=== design 1 ===
File: config.mk
export PLATFORM = sky130hd
export DESIGN_NAME = multicycle_controller
export DESIGN_NICKNAME = d
export VERILOG_FILES = /design/src/rtl/multicycle_controller.sv
export SDC_FILE = /design/constraint.sdc
export NUM_CORES = 1
export LEC_CHECK = 0
export CAP_MARGIN = 25
export CORE_UTILIZATION = 48
export DETAILED_ROUTE_END_ITERATION = 10
export GPL_ROUTABILITY_DRIVEN = 0
export PLACE_DENSITY = 0.79
export SYNTH_ARGS = -nofsm -noshare
export SYNTH_HDL_FRONTEND = slang
export SYNTH_SLANG_ARGS = --single-unit
File: constraint.sdc
create_clock -name clk -period 4.5 [get_ports clk]
set_input_delay 0.9 -clock clk [delete_from_list [all_inputs] [get_ports clk]]
set_output_delay 0.9 -clock clk [all_outputs]
set_load 0.05 [all_outputs]
File: src/rtl/multicycle_controller.sv
// Main control FSM for the multi-cycle CPU: sequences fetch/decode/execute/memory/writeback,
// waits on a memory ready handshake with a timeout, and counts retired instructions.
module multicycle_controller #(
   parameter logic [5:0] OP_RTYPE    = 6'h00,
   parameter logic [5:0] OP_ADDI     = 6'h08,
   parameter logic [5:0] OP_LW       = 6'h23,
   parameter logic [5:0] OP_SW       = 6'h2B,
   parameter logic [5:0] OP_BEQ      = 6'h04,
   parameter logic [5:0] OP_J        = 6'h02,
   parameter logic [5:0] OP_HALT     = 6'h3F,
   parameter int         MEM_TIMEOUT = 16
) (
   input  logic        clk,
   input  logic        reset,
   input  logic [5:0]  op_in,
   input  logic        alu_zero,
   input  logic        mem_ready,
   output logic        ir_write,
   output logic        pc_write,
   output logic [1:0]  pc_src,
   output logic        mem_read,
   output logic        mem_write,
   output logic        iord,
   output logic        reg_write,
   output logic        mem_to_reg,
   output logic        alu_src_imm,
   output logic [1:0]  alu_op,
   output logic [2:0]  state,
   output logic        halted,
   output logic        fault,
   output logic [31:0] retired
);

   typedef enum logic [2:0] {
      S_FETCH  = 3'd0,
      S_DECODE = 3'd1,
      S_EXEC   = 3'd2,
      S_MEM    = 3'd3,
      S_WB     = 3'd4,
      S_HALT   = 3'd5
   } state_t;

   localparam int WAIT_W = (MEM_TIMEOUT > 1) ? $clog2(MEM_TIMEOUT) : 1;
   localparam logic [WAIT_W-1:0] WAIT_LAST = WAIT_W'(MEM_TIMEOUT - 1);

   state_t             state_q, state_d;
   logic [WAIT_W-1:0]  wait_q, wait_d;
   logic               fault_q, fault_d;
   logic [31:0]        retired_q, retired_d;
   logic               retire;
   logic               ir_write_raw, pc_write_raw, reg_write_raw, mem_write_raw;

   always_ff @(posedge clk) begin
      if (reset) begin
         state_q   <= S_FETCH;
         wait_q    <= '0;
         fault_q   <= 1'b0;
         retired_q <= '0;
      end else begin
         state_q   <= state_d;
         wait_q    <= wait_d;
         fault_q   <= fault_d;
         retired_q <= retired_d;
      end
   end

   // Next state and control outputs; the wait counter only survives while a state repeats.
   always_comb begin
      state_d       = state_q;
      wait_d        = '0;
      fault_d       = fault_q;
      retire        = 1'b0;
      ir_write_raw  = 1'b0;
      pc_write_raw  = 1'b0;
      reg_write_raw = 1'b0;
      mem_write_raw = 1'b0;
      pc_src        = 2'd0;
      mem_read      = 1'b0;
      iord          = 1'b0;
      mem_to_reg    = 1'b0;
      alu_src_imm   = 1'b0;
      alu_op        = 2'd0;

      case (state_q)
         S_FETCH: begin
            mem_read = 1'b1;
            if (mem_ready) begin
               ir_write_raw = 1'b1;
               pc_write_raw = 1'b1;
               state_d      = S_DECODE;
            end else if (wait_q == WAIT_LAST) begin
               mem_read = 1'b0;
               fault_d  = 1'b1;
               state_d  = S_HALT;
            end else begin
               wait_d = wait_q + 1'b1;
            end
         end

         S_DECODE: begin
            alu_src_imm = 1'b1;
            case (op_in)
               OP_J: begin
                  pc_write_raw = 1'b1;
                  pc_src       = 2'd2;
                  retire       = 1'b1;
                  state_d      = S_FETCH;
               end
               OP_HALT: begin
                  retire  = 1'b1;
                  state_d = S_HALT;
               end
               OP_RTYPE, OP_ADDI, OP_LW, OP_SW, OP_BEQ: state_d = S_EXEC;
               default: begin
                  fault_d = 1'b1;
                  state_d = S_HALT;
               end
            endcase
         end

         S_EXEC: begin
            case (op_in)
               OP_RTYPE: begin
                  alu_op  = 2'd2;
                  state_d = S_WB;
               end
               OP_ADDI: begin
                  alu_src_imm = 1'b1;
                  state_d     = S_WB;
               end
               OP_LW, OP_SW: begin
                  alu_src_imm = 1'b1;
                  state_d     = S_MEM;
               end
               OP_BEQ: begin
                  alu_op = 2'd1;
                  if (alu_zero) begin
                     pc_write_raw = 1'b1;
                     pc_src       = 2'd1;
                  end
                  retire  = 1'b1;
                  state_d = S_FETCH;
               end
               default: begin
                  fault_d = 1'b1;
                  state_d = S_HALT;
               end
            endcase
         end

         // Request and address select stay constant until memory acknowledges or we time out.
         S_MEM: begin
            iord = 1'b1;
            if (op_in == OP_LW || op_in == OP_SW) begin
               mem_read      = (op_in == OP_LW);
               mem_write_raw = (op_in == OP_SW);
               if (mem_ready) begin
                  if (op_in == OP_LW) begin
                     state_d = S_WB;
                  end else begin
                     retire  = 1'b1;
                     state_d = S_FETCH;
                  end
               end else if (wait_q == WAIT_LAST) begin
                  mem_read      = 1'b0;
                  mem_write_raw = 1'b0;
                  fault_d       = 1'b1;
                  state_d       = S_HALT;
               end else begin
                  wait_d = wait_q + 1'b1;
               end
            end else begin
               fault_d = 1'b1;
               state_d = S_HALT;
            end
         end

         S_WB: begin
            reg_write_raw = 1'b1;
            mem_to_reg    = (op_in == OP_LW);
            retire        = 1'b1;
            state_d       = S_FETCH;
         end

         S_HALT: state_d = S_HALT;

         default: begin
            fault_d = 1'b1;
            state_d = S_HALT;
         end
      endcase

      retired_d = retired_q + 32'(retire);
   end

   // Write enables are suppressed while reset is held so an aborted instruction cannot commit.
   assign ir_write  = ir_write_raw  & ~reset;
   assign pc_write  = pc_write_raw  & ~reset;
   assign reg_write = reg_write_raw & ~reset;
   assign mem_write = mem_write_raw & ~reset;

   assign state   = state_q;
   assign halted  = (state_q == S_HALT);
   assign fault   = fault_q;
   assign retired = retired_q;

endmodule
=== design 2 ===
**src/rtl/reg_file_sb.sv**
```systemverilog
// Scoreboarded register file: two combinational read ports, two prioritised write-back
// ports, optional write-to-read bypass, and a per-register busy vector for RAW stalls.
module reg_file_sb #(
    parameter int unsigned N      = 32,
    parameter int unsigned DEPTH  = 32,
    parameter int unsigned ADDR_W = 5,
    parameter int unsigned BYPASS = 1
) (
    input  logic              clk,
    input  logic              rst,
    input  logic [ADDR_W-1:0] rd_addr1_i,
    input  logic [ADDR_W-1:0] rd_addr2_i,
    output logic [N-1:0]      rd_data1_o,
    output logic [N-1:0]      rd_data2_o,
    output logic              rd_busy1_o,
    output logic              rd_busy2_o,
    input  logic              wr_en0_i,
    input  logic [ADDR_W-1:0] wr_addr0_i,
    input  logic [N-1:0]      wr_data0_i,
    input  logic              wr_en1_i,
    input  logic [ADDR_W-1:0] wr_addr1_i,
    input  logic [N-1:0]      wr_data1_i,
    input  logic              iss_en_i,
    input  logic [ADDR_W-1:0] iss_addr_i,
    input  logic              flush_i,
    output logic [ADDR_W:0]   busy_cnt_o
);

    localparam logic [ADDR_W:0] DEPTH_W = (ADDR_W+1)'(DEPTH);

    logic [N-1:0]     regs_q [DEPTH];
    logic [N-1:0]     regs_d [DEPTH];
    logic [DEPTH-1:0] busy_q;
    logic [DEPTH-1:0] busy_d;

    // Address 0 and addresses beyond DEPTH behave as the hardwired-zero register.
    function automatic logic addr_ok(input logic [ADDR_W-1:0] a);
        return (a != '0) && ({1'b0, a} < DEPTH_W);
    endfunction

    function automatic logic wb_hit(input logic [ADDR_W-1:0] a);
        return (wr_en1_i && (wr_addr1_i == a)) || (wr_en0_i && (wr_addr0_i == a));
    endfunction

    function automatic logic [N-1:0] rd_val(input logic [ADDR_W-1:0] a);
        logic [N-1:0] v;
        v = '0;
        if (addr_ok(a)) begin
            v = regs_q[a];
            if (BYPASS != 0) begin
                if (wr_en1_i && (wr_addr1_i == a)) begin
                    v = wr_data1_i;
                end else if (wr_en0_i && (wr_addr0_i == a)) begin
                    v = wr_data0_i;
                end
            end
        end
        return v;
    endfunction

    function automatic logic rd_bsy(input logic [ADDR_W-1:0] a);
        logic b;
        b = 1'b0;
        if (addr_ok(a)) begin
            b = busy_q[a] && !((BYPASS != 0) && wb_hit(a));
        end
        return b;
    endfunction

    always_comb begin
        rd_data1_o = rd_val(rd_addr1_i);
        rd_data2_o = rd_val(rd_addr2_i);
        rd_busy1_o = rd_bsy(rd_addr1_i);
        rd_busy2_o = rd_bsy(rd_addr2_i);
    end

    // Order per register: flush, then write-back clear, then issue set (issue wins).
    always_comb begin
        busy_d    = flush_i ? '0 : busy_q;
        busy_d[0] = 1'b0;
        regs_d    = regs_q;
        regs_d[0] = '0;
        for (int unsigned r = 1; r < DEPTH; r++) begin
            if (wr_en0_i && (wr_addr0_i == ADDR_W'(r))) begin
                regs_d[r] = wr_data0_i;
                busy_d[r] = 1'b0;
            end
            if (wr_en1_i && (wr_addr1_i == ADDR_W'(r))) begin
                regs_d[r] = wr_data1_i;
                busy_d[r] = 1'b0;
            end
            if (iss_en_i && (iss_addr_i == ADDR_W'(r))) begin
                busy_d[r] = 1'b1;
            end
        end
    end

    always_comb begin
        busy_cnt_o = '0;
        for (int unsigned r = 0; r < DEPTH; r++) begin
            busy_cnt_o = busy_cnt_o + {{ADDR_W{1'b0}}, busy_q[r]};
        end
    end

    always_ff @(posedge clk) begin
        if (rst) begin
            regs_q <= '{default: '0};
            busy_q <= '0;
        end else begin
            regs_q <= regs_d;
            busy_q <= busy_d;
        end
    end

endmodule

```
**config.mk**
```make
export PLATFORM = sky130hd
export DESIGN_NAME = reg_file_sb
export DESIGN_NICKNAME = d
export VERILOG_FILES = /design/src/rtl/reg_file_sb.sv
export SDC_FILE = /design/constraint.sdc
export NUM_CORES = 2
export LEC_CHECK = 0
export CAP_MARGIN = 20
export CORE_ASPECT_RATIO = 0.6
export CORE_UTILIZATION = 30
export DETAILED_ROUTE_END_ITERATION = 8
export PLACE_DENSITY_LB_ADDON = 0.08
export SLEW_MARGIN = 30
export SYNTH_ARGS = -nofsm -noshare
export SYNTH_HDL_FRONTEND = slang
export SYNTH_SLANG_ARGS = --single-unit
```
**constraint.sdc**
```tcl
create_clock -name clk -period 11.3 [get_ports clk]
set_input_delay 2.26 -clock clk [delete_from_list [all_inputs] [get_ports clk]]
set_output_delay 2.26 -clock clk [all_outputs]
set_load 0.005 [all_outputs]
```
=== design 3 ===
## config.mk

```make
export PLATFORM = sky130hd
export DESIGN_NAME = uart_tx_frame_seq
export DESIGN_NICKNAME = d
export VERILOG_FILES = /design/src/rtl/uart_pkg.sv /design/src/rtl/uart_tick_counter.sv /design/src/rtl/uart_tx_frame_seq.sv
export SDC_FILE = /design/constraint.sdc
export NUM_CORES = 1
export LEC_CHECK = 0
export CAP_MARGIN = 20
export CORE_MARGIN = 2
export CORE_UTILIZATION = 50
export DETAILED_ROUTE_END_ITERATION = 10
export PLACE_DENSITY = 0.76
export SLEW_MARGIN = 0
export SYNTH_ARGS = -nofsm -noshare
export SYNTH_HDL_FRONTEND = slang
export SYNTH_SLANG_ARGS = --single-unit
```

## constraint.sdc

```tcl
create_clock -name clk -period 4.6 [get_ports clk]
set_clock_uncertainty 0.1 [all_clocks]
set_input_delay 0.92 -clock clk [delete_from_list [all_inputs] [get_ports clk]]
set_output_delay 0.92 -clock clk [all_outputs]
set_load 0.01 [all_outputs]
```

## src/rtl/uart_pkg.sv

```systemverilog
// Shared UART definitions: sequencer state encoding, data-width floor and frame timing.
// Used by the TX frame sequencer and intended for the matching RX sequencer.
package uart_pkg;

  typedef enum logic [2:0] {
    ST_IDLE   = 3'd0,
    ST_START  = 3'd1,
    ST_DATA   = 3'd2,
    ST_PARITY = 3'd3,
    ST_STOP   = 3'd4
  } uart_state_e;

  localparam int unsigned MIN_DATA_BITS = 5;

  // Frame length in counter ticks: start + data + optional parity + 1 or 2 stop bits.
  function automatic int unsigned frame_ticks(input int unsigned oversample,
                                              input int unsigned data_bits,
                                              input logic        parity_en,
                                              input logic        stop2);
    return oversample * (32'd2 + data_bits + 32'(parity_en) + 32'(stop2));
  endfunction

endpackage

```

## src/rtl/uart_tick_counter.sv

```systemverilog
// Modulo-OVERSAMPLE tick counter; wrap_o pulses combinationally on the tick that ends a bit.
// Counts only while en_i and a tick is present; clr_i restarts at zero and wins over counting.
module uart_tick_counter #(
  parameter int OVERSAMPLE = 16
) (
  input  logic clk,
  input  logic areset_n,
  input  logic clr_i,
  input  logic en_i,
  input  logic tick_i,
  output logic wrap_o
);

  localparam int CW = (OVERSAMPLE > 2) ? $clog2(OVERSAMPLE) : 1;

  logic [CW-1:0] cnt_q, cnt_d;

  assign wrap_o = en_i && tick_i && (cnt_q == CW'(OVERSAMPLE - 1));

  always_comb begin
    cnt_d = cnt_q;
    if (clr_i) begin
      cnt_d = '0;
    end else if (en_i && tick_i) begin
      cnt_d = wrap_o ? '0 : cnt_q + CW'(1);
    end
  end

  always_ff @(posedge clk or negedge areset_n) begin
    if (!areset_n) begin
      cnt_q <= '0;
    end else begin
      cnt_q <= cnt_d;
    end
  end

endmodule

```

## src/rtl/uart_tx_frame_seq.sv

```systemverilog
// UART TX frame sequencer: start, 5..DATA_W data bits LSB first, optional parity, 1-2 stops.
// Line moves the cycle after the deciding tick; tx_en is dropped unless idle or on the done cycle.
module uart_tx_frame_seq
  import uart_pkg::*;
#(
  parameter int DATA_W     = 8,
  parameter int OVERSAMPLE = 16
) (
  input  logic                      clk,
  input  logic                      areset_n,
  input  logic                      tx_en,
  input  logic [DATA_W-1:0]         tx_data,
  input  logic [3:0]                data_bits,
  input  logic                      parity_en,
  input  logic                      parity_odd,
  input  logic                      stop2,
  input  logic                      counter_tick,
  output logic                      tx,
  output logic [$clog2(DATA_W)-1:0] sel,
  output logic                      busy,
  output logic                      done
);

  localparam int SW = $clog2(DATA_W);

  uart_state_e       state_q, state_d;
  logic [DATA_W-1:0] shift_q, shift_d;
  logic [SW-1:0]     n_q, n_d;
  logic [3:0]        nbits_q, nbits_d;
  logic              par_en_q, par_en_d;
  logic              par_q, par_d;
  logic              stop2_q, stop2_d;
  logic              stop_cnt_q, stop_cnt_d;
  logic              tx_q, tx_d;

  logic              bit_end;
  logic              accept;
  logic [3:0]        nb_clamp;
  logic [DATA_W-1:0] mask;

  uart_tick_counter #(
    .OVERSAMPLE(OVERSAMPLE)
  ) u_tick_cnt (
    .clk     (clk),
    .areset_n(areset_n),
    .clr_i   (accept),
    .en_i    (busy),
    .tick_i  (counter_tick),
    .wrap_o  (bit_end)
  );

  assign busy = (state_q != ST_IDLE);
  assign tx   = tx_q;
  assign sel  = (state_q == ST_DATA) ? n_q : '0;

  always_comb begin
    state_d    = state_q;
    shift_d    = shift_q;
    n_d        = n_q;
    nbits_d    = nbits_q;
    par_en_d   = par_en_q;
    par_d      = par_q;
    stop2_d    = stop2_q;
    stop_cnt_d = stop_cnt_q;
    done       = 1'b0;
    accept     = 1'b0;
    tx_d       = 1'b1;

    // Out-of-range widths are clamped so the frame length is always well defined.
    nb_clamp = data_bits;
    if (data_bits > 4'(DATA_W)) begin
      nb_clamp = 4'(DATA_W);
    end else if (data_bits < 4'(MIN_DATA_BITS)) begin
      nb_clamp = 4'(MIN_DATA_BITS);
    end
    mask = '0;
    for (int i = 0; i < DATA_W; i++) begin
      mask[i] = (i < int'(nb_clamp));
    end

    case (state_q)
      ST_START: begin
        if (bit_end) begin
          state_d = ST_DATA;
          n_d     = '0;
        end
      end
      ST_DATA: begin
        if (bit_end) begin
          if (4'(n_q) == nbits_q - 4'd1) begin
            state_d = par_en_q ? ST_PARITY : ST_STOP;
          end else begin
            shift_d = shift_q >> 1;
            n_d     = n_q + SW'(1);
          end
        end
      end
      ST_PARITY: begin
        if (bit_end) begin
          state_d = ST_STOP;
        end
      end
      ST_STOP: begin
        if (bit_end) begin
          if (stop_cnt_q == stop2_q) begin
            done    = 1'b1;
            state_d = ST_IDLE;
          end else begin
            stop_cnt_d = 1'b1;
          end
        end
      end
      default: ;
    endcase

    accept = tx_en && ((state_q == ST_IDLE) || done);
    if (accept) begin
      state_d    = ST_START;
      shift_d    = tx_data & mask;
      nbits_d    = nb_clamp;
      par_en_d   = parity_en;
      par_d      = (^(tx_data & mask)) ^ parity_odd;
      stop2_d    = stop2;
      stop_cnt_d = 1'b0;
    end

    // Line level follows the state being entered, so tx stays registered.
    case (state_d)
      ST_START:  tx_d = 1'b0;
      ST_DATA:   tx_d = shift_d[0];
      ST_PARITY: tx_d = par_q;
      default:   tx_d = 1'b1;
    endcase
    if (accept) begin
      tx_d = 1'b0;
    end
  end

  always_ff @(posedge clk or negedge areset_n) begin
    if (!areset_n) begin
      state_q    <= ST_IDLE;
      shift_q    <= '0;
      n_q        <= '0;
      nbits_q    <= '0;
      par_en_q   <= 1'b0;
      par_q      <= 1'b0;
      stop2_q    <= 1'b0;
      stop_cnt_q <= 1'b0;
      tx_q       <= 1'b1;
    end else begin
      state_q    <= state_d;
      shift_q    <= shift_d;
      n_q        <= n_d;
      nbits_q    <= nbits_d;
      par_en_q   <= par_en_d;
      par_q      <= par_d;
      stop2_q    <= stop2_d;
      stop_cnt_q <= stop_cnt_d;
      tx_q       <= tx_d;
    end
  end

endmodule
```

=== design 4 ===
## config.mk

```make
export PLATFORM = sky130hd
export DESIGN_NAME = alu_seq
export DESIGN_NICKNAME = d
export VERILOG_FILES = /design/src/rtl/alu_seq_pkg.sv /design/src/rtl/alu_seq_muldiv.sv /design/src/rtl/alu_seq.sv
export SDC_FILE = /design/constraint.sdc
export NUM_CORES = 1
export LEC_CHECK = 0
export CAP_MARGIN = 0
export CORE_ASPECT_RATIO = 0.6
export CORE_MARGIN = 1
export CORE_UTILIZATION = 45
export DETAILED_ROUTE_END_ITERATION = 8
export PLACE_DENSITY = 0.72
export SETUP_SLACK_MARGIN = 0.05
export SLEW_MARGIN = 10
export SYNTH_ARGS = -nofsm -noshare
export SYNTH_HDL_FRONTEND = slang
export SYNTH_SLANG_ARGS = --single-unit
```

## constraint.sdc

```tcl
create_clock -name clk -period 8.5 [get_ports clk]
set_input_delay 1.275 -clock clk [delete_from_list [all_inputs] [get_ports clk]]
set_output_delay 1.275 -clock clk [all_outputs]
set_load 0.03 [all_outputs]
```

## src/rtl/alu_seq_pkg.sv

```systemverilog
// alu_seq_pkg
// Shared definitions for the sequential ALU:
//   - 4-bit operation codes (unchanged from the combinational ALU)
//   - controller state encoding
//   - small helpers for signed-overflow detection
// Used by alu_seq and alu_seq_muldiv (the latter only when
// ALU_SEQ_MULDIV_EN is defined).
package alu_seq_pkg;

    localparam logic [3:0] OP_AND  = 4'b0000;
    localparam logic [3:0] OP_OR   = 4'b0001;
    localparam logic [3:0] OP_ADD  = 4'b0010;
    localparam logic [3:0] OP_NOR  = 4'b0100;
    localparam logic [3:0] OP_MUL  = 4'b0101;
    localparam logic [3:0] OP_SUB  = 4'b0110;
    localparam logic [3:0] OP_XOR  = 4'b0111;
    localparam logic [3:0] OP_DIV  = 4'b1000;
    localparam logic [3:0] OP_SLT  = 4'b1001;
    localparam logic [3:0] OP_SGEZ = 4'b1011;
    localparam logic [3:0] OP_ZERO = 4'b1101;
    localparam logic [3:0] OP_ONES = 4'b1110;

    typedef logic [1:0] state_t;

    localparam state_t ST_IDLE = 2'd0;
    localparam state_t ST_MUL  = 2'd1;
    localparam state_t ST_DIV  = 2'd2;
    localparam state_t ST_DONE = 2'd3;

    // Signed overflow of a + b: operands agree in sign, result does not.
    function automatic logic add_ovf(input logic sa, input logic sb, input logic ss);
        return (sa == sb) && (ss != sa);
    endfunction

    // Signed overflow of a - b: operands differ in sign, result sign differs from a.
    function automatic logic sub_ovf(input logic sa, input logic sb, input logic ss);
        return (sa != sb) && (ss != sa);
    endfunction

endpackage

```

## src/rtl/alu_seq_muldiv.sv

```systemverilog
// alu_seq_muldiv
// Iterative unsigned multiply / restoring divide engine for alu_seq.
// Compiled only when ALU_SEQ_MULDIV_EN is defined.
//
// Ports:
//   clk, rst      clock, synchronous active-high reset
//   start         load operands and begin (one-cycle pulse from alu_seq)
//   is_div        1 = divide a / b, 0 = multiply a * b
//   a, b          operands, sampled on start
//   done          high during the final iteration cycle
//   lo, hi        value the {lo,hi} pair takes after the current iteration;
//                 when done is high this is the final result
//                 (MUL: low/high product, DIV: quotient/remainder)
//
// Both operations share one WIDTH-iteration counter and one hi/lo shift
// pair. MUL: lo starts as the multiplier and is shifted out LSB first while
// the product shifts in from the top. DIV: lo starts as the dividend,
// shifted out MSB first into the partial remainder (hi) while quotient bits
// shift in at the bottom.
`ifdef ALU_SEQ_MULDIV_EN
module alu_seq_muldiv
    import alu_seq_pkg::*;
#(
    parameter int WIDTH = 32
) (
    input  logic             clk,
    input  logic             rst,
    input  logic             start,
    input  logic             is_div,
    input  logic [WIDTH-1:0] a,
    input  logic [WIDTH-1:0] b,
    output logic             done,
    output logic [WIDTH-1:0] lo,
    output logic [WIDTH-1:0] hi
);

    localparam int             CW   = $clog2(WIDTH);
    localparam logic [CW-1:0]  LAST = CW'(WIDTH - 1);

    logic             busy_reg;
    logic             div_reg;
    logic [CW-1:0]    cnt_reg;
    logic [WIDTH-1:0] hi_reg;
    logic [WIDTH-1:0] lo_reg;
    logic [WIDTH-1:0] opnd_reg;   // multiplicand (MUL) or divisor (DIV)

    logic [WIDTH:0]   mul_sum;
    logic [WIDTH:0]   div_sh;
    logic             div_ge;
    logic [WIDTH-1:0] div_sub;
    logic [WIDTH-1:0] hi_next;
    logic [WIDTH-1:0] lo_next;

    always_comb begin
        mul_sum = {1'b0, hi_reg} + (lo_reg[0] ? {1'b0, opnd_reg} : {(WIDTH+1){1'b0}});
        div_sh  = {hi_reg, lo_reg[WIDTH-1]};
        div_ge  = (div_sh >= {1'b0, opnd_reg});
        // When div_ge holds the true difference is below the divisor, so the
        // low WIDTH bits of the modular subtraction are exact.
        div_sub = div_sh[WIDTH-1:0] - opnd_reg;
        if (div_reg) begin
            hi_next = div_ge ? div_sub : div_sh[WIDTH-1:0];
            lo_next = {lo_reg[WIDTH-2:0], div_ge};
        end else begin
            hi_next = mul_sum[WIDTH:1];
            lo_next = {mul_sum[0], lo_reg[WIDTH-1:1]};
        end
    end

    assign done = busy_reg && (cnt_reg == LAST);
    assign lo   = lo_next;
    assign hi   = hi_next;

    always_ff @(posedge clk) begin
        if (rst) begin
            busy_reg <= 1'b0;
            div_reg  <= 1'b0;
            cnt_reg  <= '0;
            hi_reg   <= '0;
            lo_reg   <= '0;
            opnd_reg <= '0;
        end else if (start) begin
            busy_reg <= 1'b1;
            div_reg  <= is_div;
            cnt_reg  <= '0;
            hi_reg   <= '0;
            lo_reg   <= is_div ? a : b;
            opnd_reg <= is_div ? b : a;
        end else if (busy_reg) begin
            hi_reg  <= hi_next;
            lo_reg  <= lo_next;
            cnt_reg <= cnt_reg + 1'b1;
            if (done) begin
                busy_reg <= 1'b0;
            end
        end
    end

endmodule
`endif

```

## src/rtl/alu_seq.sv

```systemverilog
// alu_seq
// Sequential ALU with valid/ready handshake on both sides. Single-cycle
// ops are evaluated combinationally from the live inputs and registered at
// the accept edge; MUL/DIV (when ALU_SEQ_MULDIV_EN is defined) run on the
// iterative alu_seq_muldiv engine for WIDTH cycles. The result is held in
// DONE until the consumer takes it.
//
// Configuration macro: ALU_SEQ_MULDIV_EN (undefined: MUL/DIV codes are
// illegal and res_hi is tied to 0).
//
// Ports:
//   clk, rst            clock, synchronous active-high reset
//   in_valid/in_ready   input handshake (a, b, sel)
//   out_valid/out_ready output handshake (res, res_hi, zf, ovf, err)
//   res                 result (low product / quotient for MUL / DIV)
//   res_hi              high product / remainder, else 0
//   zf                  res == 0
//   ovf                 signed overflow (ADD/SUB), res_hi != 0 (MUL)
//   err                 illegal sel or divide by zero
module alu_seq
    import alu_seq_pkg::*;
#(
    parameter int WIDTH = 32
) (
    input  logic             clk,
    input  logic             rst,
    input  logic             in_valid,
    output logic             in_ready,
    input  logic [WIDTH-1:0] a,
    input  logic [WIDTH-1:0] b,
    input  logic [3:0]       sel,
    output logic             out_valid,
    input  logic             out_ready,
    output logic [WIDTH-1:0] res,
    output logic [WIDTH-1:0] res_hi,
    output logic             zf,
    output logic             ovf,
    output logic             err
);

    state_t           state_reg;
    logic [WIDTH-1:0] res_reg;
    logic             ovf_reg;
    logic             err_reg;

    logic             accept;
    logic [WIDTH-1:0] sum;
    logic [WIDTH-1:0] diff;
    logic [WIDTH-1:0] op_res;
    logic [WIDTH-1:0] op_hi;
    logic             op_ovf;
    logic             op_err;

    assign in_ready  = (state_reg == ST_IDLE);
    assign out_valid = (state_reg == ST_DONE);
    assign accept    = in_valid && in_ready;
    assign res       = res_reg;
    assign zf        = (res_reg == '0);
    assign ovf       = ovf_reg;
    assign err       = err_reg;

    // Single-cycle result path. MUL and non-zero DIV are handed to the
    // engine instead; their op_* values here are don't-care.
    always_comb begin
        sum    = a + b;
        diff   = a - b;
        op_res = '0;
        op_hi  = '0;
        op_ovf = 1'b0;
        op_err = 1'b0;
        case (sel)
            OP_AND:  op_res = a & b;
            OP_OR:   op_res = a | b;
            OP_ADD: begin
                op_res = sum;
                op_ovf = add_ovf(a[WIDTH-1], b[WIDTH-1], sum[WIDTH-1]);
            end
            OP_NOR:  op_res = ~(a | b);
            OP_SUB: begin
                op_res = diff;
                op_ovf = sub_ovf(a[WIDTH-1], b[WIDTH-1], diff[WIDTH-1]);
            end
            OP_XOR:  op_res = a ^ b;
            OP_SLT:  op_res = {{(WIDTH-1){1'b0}}, (a < b)};
            OP_SGEZ: op_res = {{(WIDTH-1){1'b0}}, ~a[WIDTH-1]};
            OP_ZERO: op_res = '0;
            OP_ONES: op_res = '1;
`ifdef ALU_SEQ_MULDIV_EN
            OP_MUL:  op_res = '0;
            OP_DIV: begin
                // Only reached as a single-cycle result when b == 0.
                op_res = '1;
                op_hi  = a;
                op_err = 1'b1;
            end
`endif
            default: op_err = 1'b1;
        endcase
    end

`ifdef ALU_SEQ_MULDIV_EN
    logic             md_start;
    logic             md_is_div;
    logic             md_done;
    logic [WIDTH-1:0] md_lo;
    logic [WIDTH-1:0] md_hi;
    logic [WIDTH-1:0] res_hi_reg;

    assign md_is_div = (sel == OP_DIV);
    assign md_start  = accept && ((sel == OP_MUL) || (md_is_div && (b != '0)));
    assign res_hi    = res_hi_reg;

    alu_seq_muldiv #(
        .WIDTH (WIDTH)
    ) u_muldiv (
        .clk    (clk),
        .rst    (rst),
        .start  (md_start),
        .is_div (md_is_div),
        .a      (a),
        .b      (b),
        .done   (md_done),
        .lo     (md_lo),
        .hi     (md_hi)
    );

    always_ff @(posedge clk) begin
        if (rst) begin
            state_reg  <= ST_IDLE;
            res_reg    <= '0;
            res_hi_reg <= '0;
            ovf_reg    <= 1'b0;
            err_reg    <= 1'b0;
        end else begin
            case (state_reg)
                ST_IDLE: begin
                    if (accept) begin
                        if (md_start) begin
                            state_reg <= md_is_div ? ST_DIV : ST_MUL;
                        end else begin
                            res_reg    <= op_res;
                            res_hi_reg <= op_hi;
                            ovf_reg    <= op_ovf;
                            err_reg    <= op_err;
                            state_reg  <= ST_DONE;
                        end
                    end
                end
                ST_MUL, ST_DIV: begin
                    if (md_done) begin
                        res_reg    <= md_lo;
                        res_hi_reg <= md_hi;
                        ovf_reg    <= (state_reg == ST_MUL) && (md_hi != '0);
                        err_reg    <= 1'b0;
                        state_reg  <= ST_DONE;
                    end
                end
                ST_DONE: begin
                    if (out_ready) begin
                        state_reg <= ST_IDLE;
                    end
                end
                default: state_reg <= ST_IDLE;
            endcase
        end
    end
`else
    // op_hi is only non-zero for divide-by-zero, which is illegal here.
    logic unused_hi;
    assign unused_hi = ^op_hi;
    assign res_hi    = '0;

    always_ff @(posedge clk) begin
        if (rst) begin
            state_reg <= ST_IDLE;
            res_reg   <= '0;
            ovf_reg   <= 1'b0;
            err_reg   <= 1'b0;
        end else begin
            case (state_reg)
                ST_IDLE: begin
                    if (accept) begin
                        res_reg   <= op_res;
                        ovf_reg   <= op_ovf;
                        err_reg   <= op_err;
                        state_reg <= ST_DONE;
                    end
                end
                ST_DONE: begin
                    if (out_ready) begin
                        state_reg <= ST_IDLE;
                    end
                end
                default: state_reg <= ST_IDLE;
            endcase
        end
    end
`endif

endmodule
```

Design 4, the metal 4 layer:
Scale: 3 px per µm. Supply wires on this layer in grey.
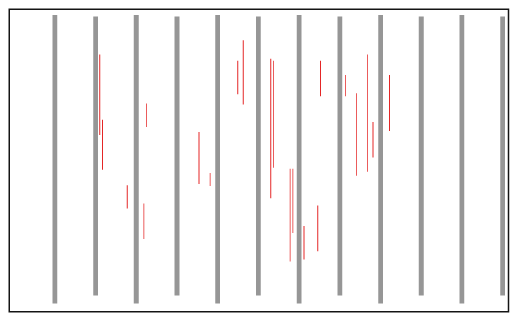
- nets with wire on the layer: 18
- wire length on this layer: 396 µm
- main direction: vertical
Via Count: 8,175
final wirelength: 26,400 µm

==> deck_impl_summary.md, design 4 <==
Run Summary

Status
  – Status: finished, violations left
  – Violated checks: DRC

Power and ir drop
  – Clock share of power: ~24%
  – Combinational Power: just over 500 µW
  – Pint: about 500 µW
  – Sw power: between 400 and 500 µW
  – Part of the power in registers: 19.4%

Cells and area
  – Combinational share of cell area: between 60 and 70%
  – Max reg flops: 32
  – Diodes inserted: 0
  – Layout fillers: about 1,500
  – Most numerous logic cell after layout: a21oi_1
  – Final Util: about 54%
  – Commonest non-fill, non-tap cells in the layout: a21oi_1 (113), clkdlybuf4s50_1 (106), ha_1 (102)

Min path
  – Hold Crit Class: register to register

Route
  – Final ANT Viol Nets: 0
  – Drt first pass iters: 8
  – Met3 wire length: roughly 3800 µm
  – Metal2 WL: 9930 µm
  – DR DRC count: 12
  – Drt via density: about 6.3
  – M1 wire length: approximately 12,000 µm

Place
  – PortBufs: approximately 110

Setup path
  – Crit Path Class: input pin to register
  – Slowest stage delay, CP: approximately 0.66 ns
  – FF-to-FF path depth: 7
  – Crit path DRT: between 8 and 9 ns
  – Critical Path End: res[17]
  – RR Endpoint: res[28]

STA
  – Minimum hold slack: 0.496 ns
  – Final Cycle Share: approximately 58%
  – Setup violations, final: 0
  – Final Hold Viols: 0
  – Minimum clock period: 4.94 ns

Die
  – Die Ht: 100 µm

Synth
  – Register area share after synthesis: approximately a tenth
  – Area leader, netlist: ha_1
  – Syn Inst Count: around 1,000
  – Synth async-reset ratio: 0%
  – Chip Area, Yosys: 7250 µm²
  – Top cells by area: ha_1 (18%), dfxtp_1 (9.7%), a21oi_1 (7.8%)
  – Post-synth top flop: dfxtp_1
  – Avg Cell Area, Syn: 6.96 µm²

Clocking
  – CTS Buf Count: 5
  – CTS tree: done

Global route
  – Total Routing Usage GR: a little under a third
## design 4: cells in the mapped netlist, drive strengths merged, types with 10 or more instances
cell type  instances
o21ai             55
nor2              98
o22ai             15
o21bai            18
nor4              15
a221oi            13
dfxtp             35
a21o              19
buf               45
o31ai             10
nand2b            12
clkbuf            54
o211ai            17
a211oi            26
o221ai            15
inv               97
xnor2             18
nand2             61
a31oi             11
ha               102
nand3             17
a21oi            113
nor3              24
mux2              29
## design 4: kinds of logic after synthesis
| group | count (synthesis) | synth area share (%) |
|---|---|---|
| compound gates | 378 | 34.8 |
| xor+xnor | 22 | 2.66 |
| fa+ha+maj | 104 | 18.1 |
| buf+inv | 197 | 12.0 |
| flops | 35 | 9.66 |
| mux | 33 | 5.05 |
| other cells | 1 | 0.0517 |
| simple gates | 273 | 17.6 |
## design 4: through the flow
step	instance area, µm²	total power [mW]
after floorplan	7370	0.527
after global placement	8300	0.673
after detailed placement	8300	0.672
after CTS	8470	0.891
after global routing	8470	0.956
final	8470	0.912
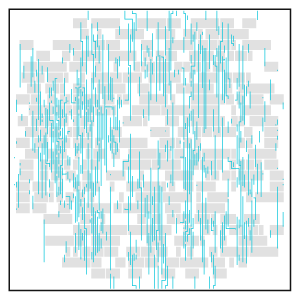
Design 1: metal 2
Scale: 4 px per µm.
- wire length on this layer: 2,460 µm
- share of all routed wire: 47%
- longest straight run: 28.4 µm
met2 Use GR: 38.0%
final wirelength: 5190 µm
Via Count: 2,201

==> deck_impl_summary.md, design 1 <==
Run Summary

Job
  – Log Warnings: 26

Synth
  – Yosys warns: 0
  – Area leader, netlist: dfxtp_1
  – Cell total in the yosys stat output: 275
  – Syn Inst Count: 275
  – Avg Cell Area, Syn: 8.06 µm²
  – Register area share after synthesis: between 30% and 40%
  – Xor/xnor share: 4.74%
  – Post-Synth Simple-Gate Area: 33.8%

Route
  – Drt first pass iters: 4
  – Drt via density: between 5 and 6

Clocking
  – CTS tree: done
  – Setup Buffers After CTS: 0
  – CTS H-tree lvls: 2

Die
  – Pre-Place Util: about half
  – Core area: between 4000 and 5000 µm²
  – # IOs: slightly below 60

Place
  – Worst setup slack after placement: 0.396 ns
  – PortBufs: a little under 60
  – Hpwl dp: between 3000 and 4000 µm
  – Area of placed instances: roughly 2800 µm²

Min path
  – Hold Crit Class: register to register

STA
  – Final Cycle Share: roughly 89%
  – Slew Viols, Final: 0
  – Maximum clock rate: approximately 250 MHz
  – Setup violations, final: 0

Global route
  – Grt total ovfl: 0
  – Met1 Usage GRT: around 25%
  – Top Usage Layer GRT: met2
  – Largest net degree at the start of global routing: roughly 51

Status
  – Status: complete, no violations

Cells and area
  – Diodes inserted: 0
  – Layout cells sized above 1: ~7%

Power and ir drop
  – Part of the power in registers: between 50% and 60%
  – PwrDens: around 250 nW/µm²
  – Combinational share of power: 16.1%
  – Switch share: roughly 28%
  – Clock-net power: approximately 240 µW
  – Leakage power total: between 0.9 and 1 nW

Setup path
  – RR Endpoint: retired[26]
  – CP Launch Point: op_in[1]
  – Worst setup EP type: output pin
design 1: cells in the final DEF, fill, tap and decap left out, types with 3 or more instances in the layout:
cell             count
nor2_1              36
a21o_1               3
xor2_1               8
and3_1               3
or4_1                5
nor4_1              11
nor3_1              10
o21ai_0              6
o21a_1               3
dfxtp_1             40
and2_1               3
mux2_2               8
clkdlybuf4s50_1     55
clkbuf_8             6
or3_1                5
a21oi_1             11
nor2b_1             12
nand3_1             11
buf_4                3
a31oi_1              4
o31ai_1              4
ha_1                 3
nand2_1             21
inv_1               10
xnor2_1              4
and4_1               4
nand4_1              9
design 1: critical path: stages:
cell and delay, ns:
clkdlybuf4s50_1 0.47, nor3_1 0.45, a21o_1 0.18, nand4_1 0.09, a21oi_1 0.17, clkdlybuf4s50_1 0.83
design 1: cell type report:
type / count / area (µm²) / area share [%]
clock buffers: 8 / 90.1 / 3.10
inverters: 10 / 37.5 / 1.29
multi-input cells: 211 / 1320 / 45.4
flip-flops and latches: 40 / 801 / 27.5
well taps: 52 / 65.1 / 2.24
repair buffers: 59 / 593 / 20.4
design 1: state kept, by name (all words and copies together), names as in the netlist:
signal / count
fault: 1
state: 3
wait_q: 4
retired: 32
Design 2, the metal 1 layer:
Scale: 1 px per µm. Supply wires on this layer in grey.
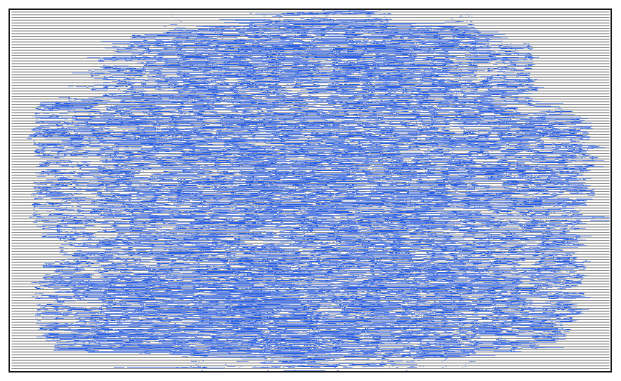
- longest straight run: 148 µm
- share of all routed wire: 45%
met1 Usage GRT: 47.6%
final wirelength: 365,000 µm
Via Count: 63,100

Design 2, the metal 4 layer:
Scale: 1 px per µm. Supply wires on this layer in grey.
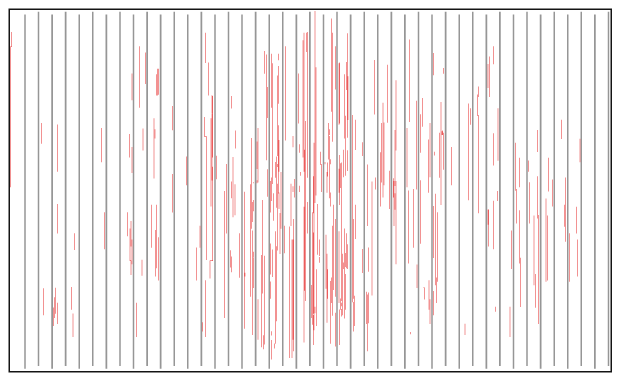
- main direction: vertical
- longest straight run: 192 µm
- nets with wire on the layer: 178
- share of all routed wire: 3.7%
- wire length on this layer: 13,400 µm

==> deck_impl_summary.md, design 2 <==
Run Summary

Status
  – Status: finished, violations left
  – Violated checks: DRC

Cells and area
  – Number of logic gates: 5,072
  – Diodes inserted: 6
  – Area delta synth->final: 12.0%
  – Flip-flops: 1,023
  – Largest class: multi-input combinational cells

Power and ir drop
  – Combinational share of power: 14.9%
  – Switch share: roughly 31%
  – Clock share of power: a little over two fifths
  – Pint: roughly 6.3 mW

Route
  – DR DRC count: 2
  – Final ANT Viol Nets: 0

Min path
  – Hold_sp: regs_q[733]

Die
  – Chip width: ~600 µm
  – Cell row count: about 130
  – Die Size: 217,000 µm²

Synth
  – FF+latch count, synth: 1,023
  – Synth cell types: about 61
  – Post-synth EDFFs: 0
  – Synth async-reset ratio: 0%
  – Most numerous cell in the Yosys netlist: nor2_1
  – Synth cell count leaders: nor2_1 (1,151), dfxtp_1 (1,023), clkbuf_1 (766)
  – Post-Synth Simple-Gate Area: about 14%

STA
  – Setup WS post-layout: 2.24 ns
  – Slew Viols, Final: 0
  – Final Hold Viols: 0
  – Minimum hold slack: 0.499 ns
  – Worst slew pin tran: 1.10 ns

Clocking
  – Setup Buffers After CTS: 0

Setup path
  – Startpoint types: input pin
  – CP Data Arrival Time: between 6 and 7 ns
  – WP buf/inv: 6

Global route
  – Antenna violations before repair: 15
==> design 2: power groups by stage <==
stage                     clock network [mW]  registers, mW  logic (mW)
after floorplan                            0           3.79       0.703
after global placement                     0           3.81        1.30
after detailed placement                   0           3.81        1.31
after CTS                               3.98           3.73        1.31
after global routing                    4.13           3.74        1.37
final                                   3.95           3.73        1.35
==> design 2: flip-flops by register name, summed over array words and instances (netlist names) <==
signal  cells
regs_q    992
busy_q     31
==> design 2: how the worst min path moves through the flow <==
stage / to / depth (start not counted)
2_1_floorplan: regs_q[989] / 2
3_3_place_gp: regs_q[989] / 2
3_5_place_dp: regs_q[984] / 2
4_1_cts: regs_q[989] / 2
5_1_grt: regs_q[984] / 2
6_report: regs_q[733] / 2
==> design 2: metal layers <==
layer | vias up | global-route usage, % | part of all wire, %
met5 | - | 0 | 0.023
met4 | 12 | 10.8 | 3.7
met3 | 649 | 9.39 | 12
met2 | 4102 | 44.7 | 40
met1 | 32200 | 47.6 | 45
li1 | 26100 | - | -
==> design 2: worst register-to-register path, stage by stage, from the launching register on <==
cell and delay (ns):
dfxtp_1 0.47, nand2_1 0.08, a311oi_1 0.28
Design 3, ports around the boundary:
Scale: 6 px per µm. Pins as bars across the die edge, other pins in grey.
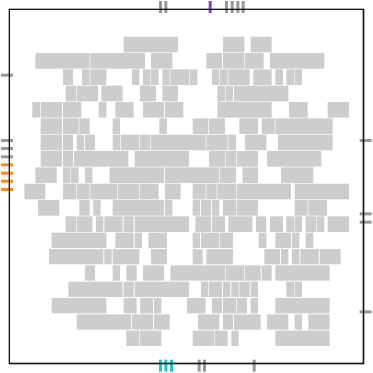
- orange: data_bits (pins 4; direction input; edge left)
- purple: parity_en (pins 1; direction input; edge top)
- cyan: sel (pins 3; direction output; edge bottom)
Die Ht: 58.8 µm
chip width: 58.8 µm

==> deck_impl_summary.md, design 3 <==
Run Summary

Setup path
  – Crit Path Class: input pin to output pin
  – Delay-heaviest family, CP: buffers and inverters
  – Startpoint types: input pin
  – Worst Path Max Fanout: 7

Power and ir drop
  – Top power group: registers
  – Maximum VDD drop: between 0.15 and 0.2 mV

Global route
  – Grt total ovfl: 0
  – Met2 Use GR: between 30% and 40%
  – Antenna violations before repair: 0

Cells and area
  – Post-route cell area: 1820 µm²
  – Most numerous logic cell after layout: nand2_1
  – Area delta synth->final: 21.2%

Min path
  – Worst hold stages: 2
  – Hold Crit Class: register to register

STA
  – Minimum clock period: roughly 3.6 ns

Route
  – Final wirelength: roughly 3100 µm

Clocking
  – Setup Buffers After CTS: 0

Synth
  – Top cells by area: dfrtp_1 (43%), nand2_1 (9.5%), xnor2_1 (5.8%)

Status
  – Status: complete, no violations
==> design 3: final cells by class <==
type / count / share of cell area [%]
clock buffers: 3 / 1.24
clock inverters: 1 / 0.413
flip-flops and latches: 27 / 37.2
well taps: 31 / 2.13
repair buffers: 28 / 15.3
multi-input cells: 128 / 43.1
inverters: 3 / 0.619
==> design 3: metal layers <==
metal  wire, µm  share of wire [%]
met1       1380                 44
met2       1580                 51
met3         97                3.1
met4         61                2.0
met5          0                  0
==> design 3: stage by stage <==
| step | worst slack [ns] | power [mW] | util (%) |
|---|---|---|---|
| 5_1_grt | 0.883 | 0.824 | 64.9 |
| 2_1_floorplan | 2.10 | 0.581 | - |
| 3_3_place_gp | 1.05 | 0.640 | 63.2 |
| 4_1_cts | 0.987 | 0.767 | 64.3 |
| 6_report | 0.970 | 0.765 | 64.9 |
| 3_5_place_dp | 0.989 | 0.661 | 63.2 |
==> design 3: registers in the layout, indices dropped and copies added (netlist names) <==
register,count
par_q,1
tx,1
stop_cnt_q,1
shift_q,8
state_q,3
n_q,3
stop2_q,1
u_tick_cnt.cnt_q,4
nbits_q,4
par_en_q,1

==> screenshots <==
Placed standard cells.
shot_01.png
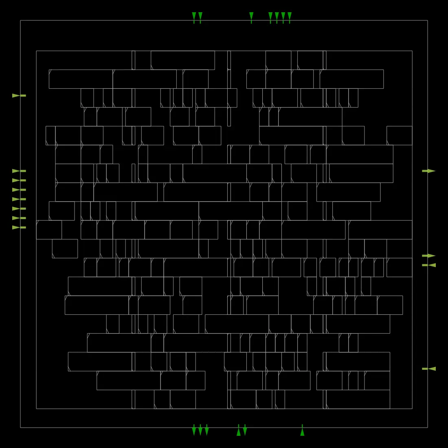
shot_02.png
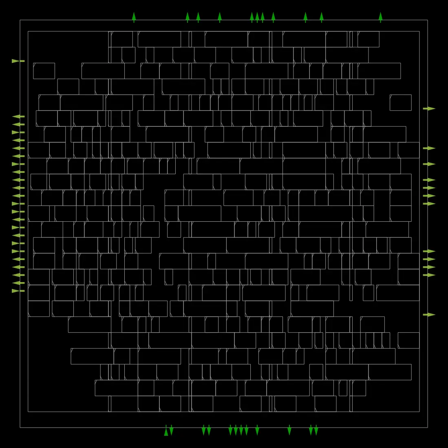
shot_03.png
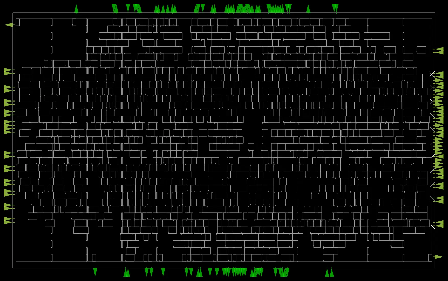
shot_04.png
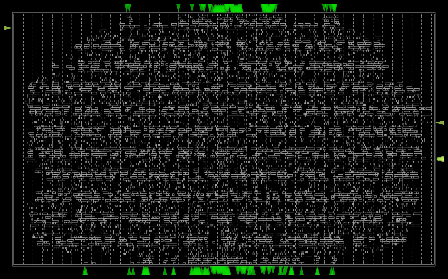
- design 4 = shot_03.png
- design 2 = shot_04.png
- design 3 = shot_01.png
- design 1 = shot_02.png
The one with the lowest utilization is shot_04.png.



## Gallery

Metal 2.
(a)
Scale: 4 px per µm.
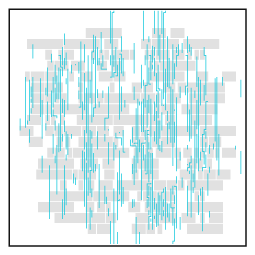
(b)
Scale: 1 px per µm.
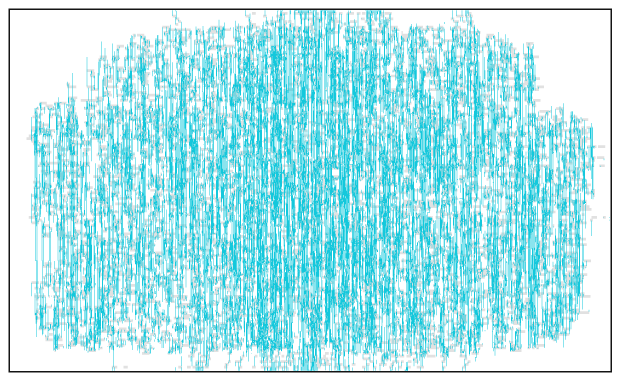
(c)
Scale: 2 px per µm.
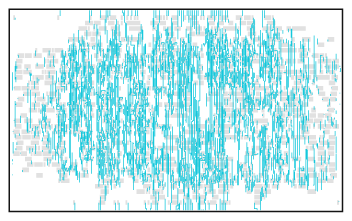
(a): design 3
(b): design 2
(c): design 4
The one with the largest die is (b).

Key to (c):
- longest straight run: 40.6 µm
- share of all routed wire: 38%
- nets with wire on the layer: 982
- main direction: vertical
- wire length on this layer: 9,930 µm


## Gallery

The metal 1 layer.
panel A
Scale: 3 px per µm. Supply wires on this layer in grey.
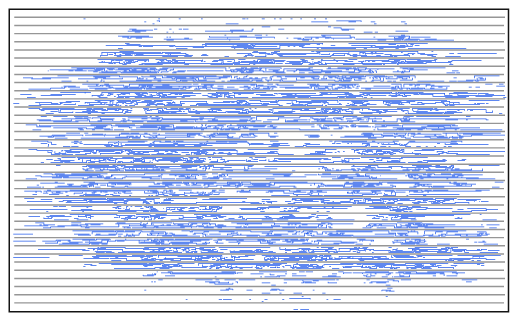
panel B
Scale: 6 px per µm. Supply wires on this layer in grey.
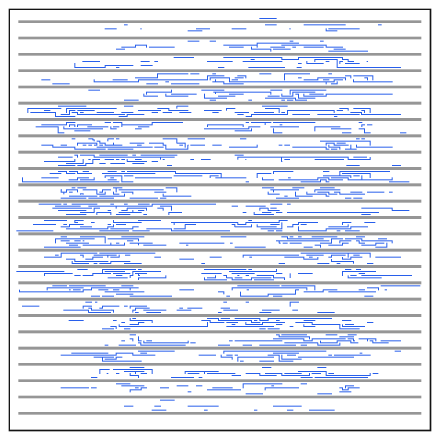
panel C
Scale: 6 px per µm. Supply wires on this layer in grey.
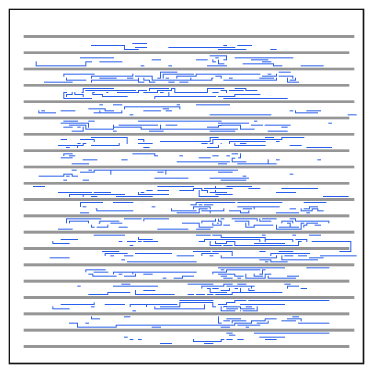
Panel B is design 1.
Panel C is design 3.
Panel A is design 4.
- smallest die: panel C
- largest die: panel A

Key to panel B:
- longest straight run: 18.4 µm
- wire length on this layer: 2,340 µm
- main direction: horizontal
- nets with wire on the layer: 295
- share of all routed wire: 45%

Power figures rest on the tool's default switching activity, not on a simulated workload.
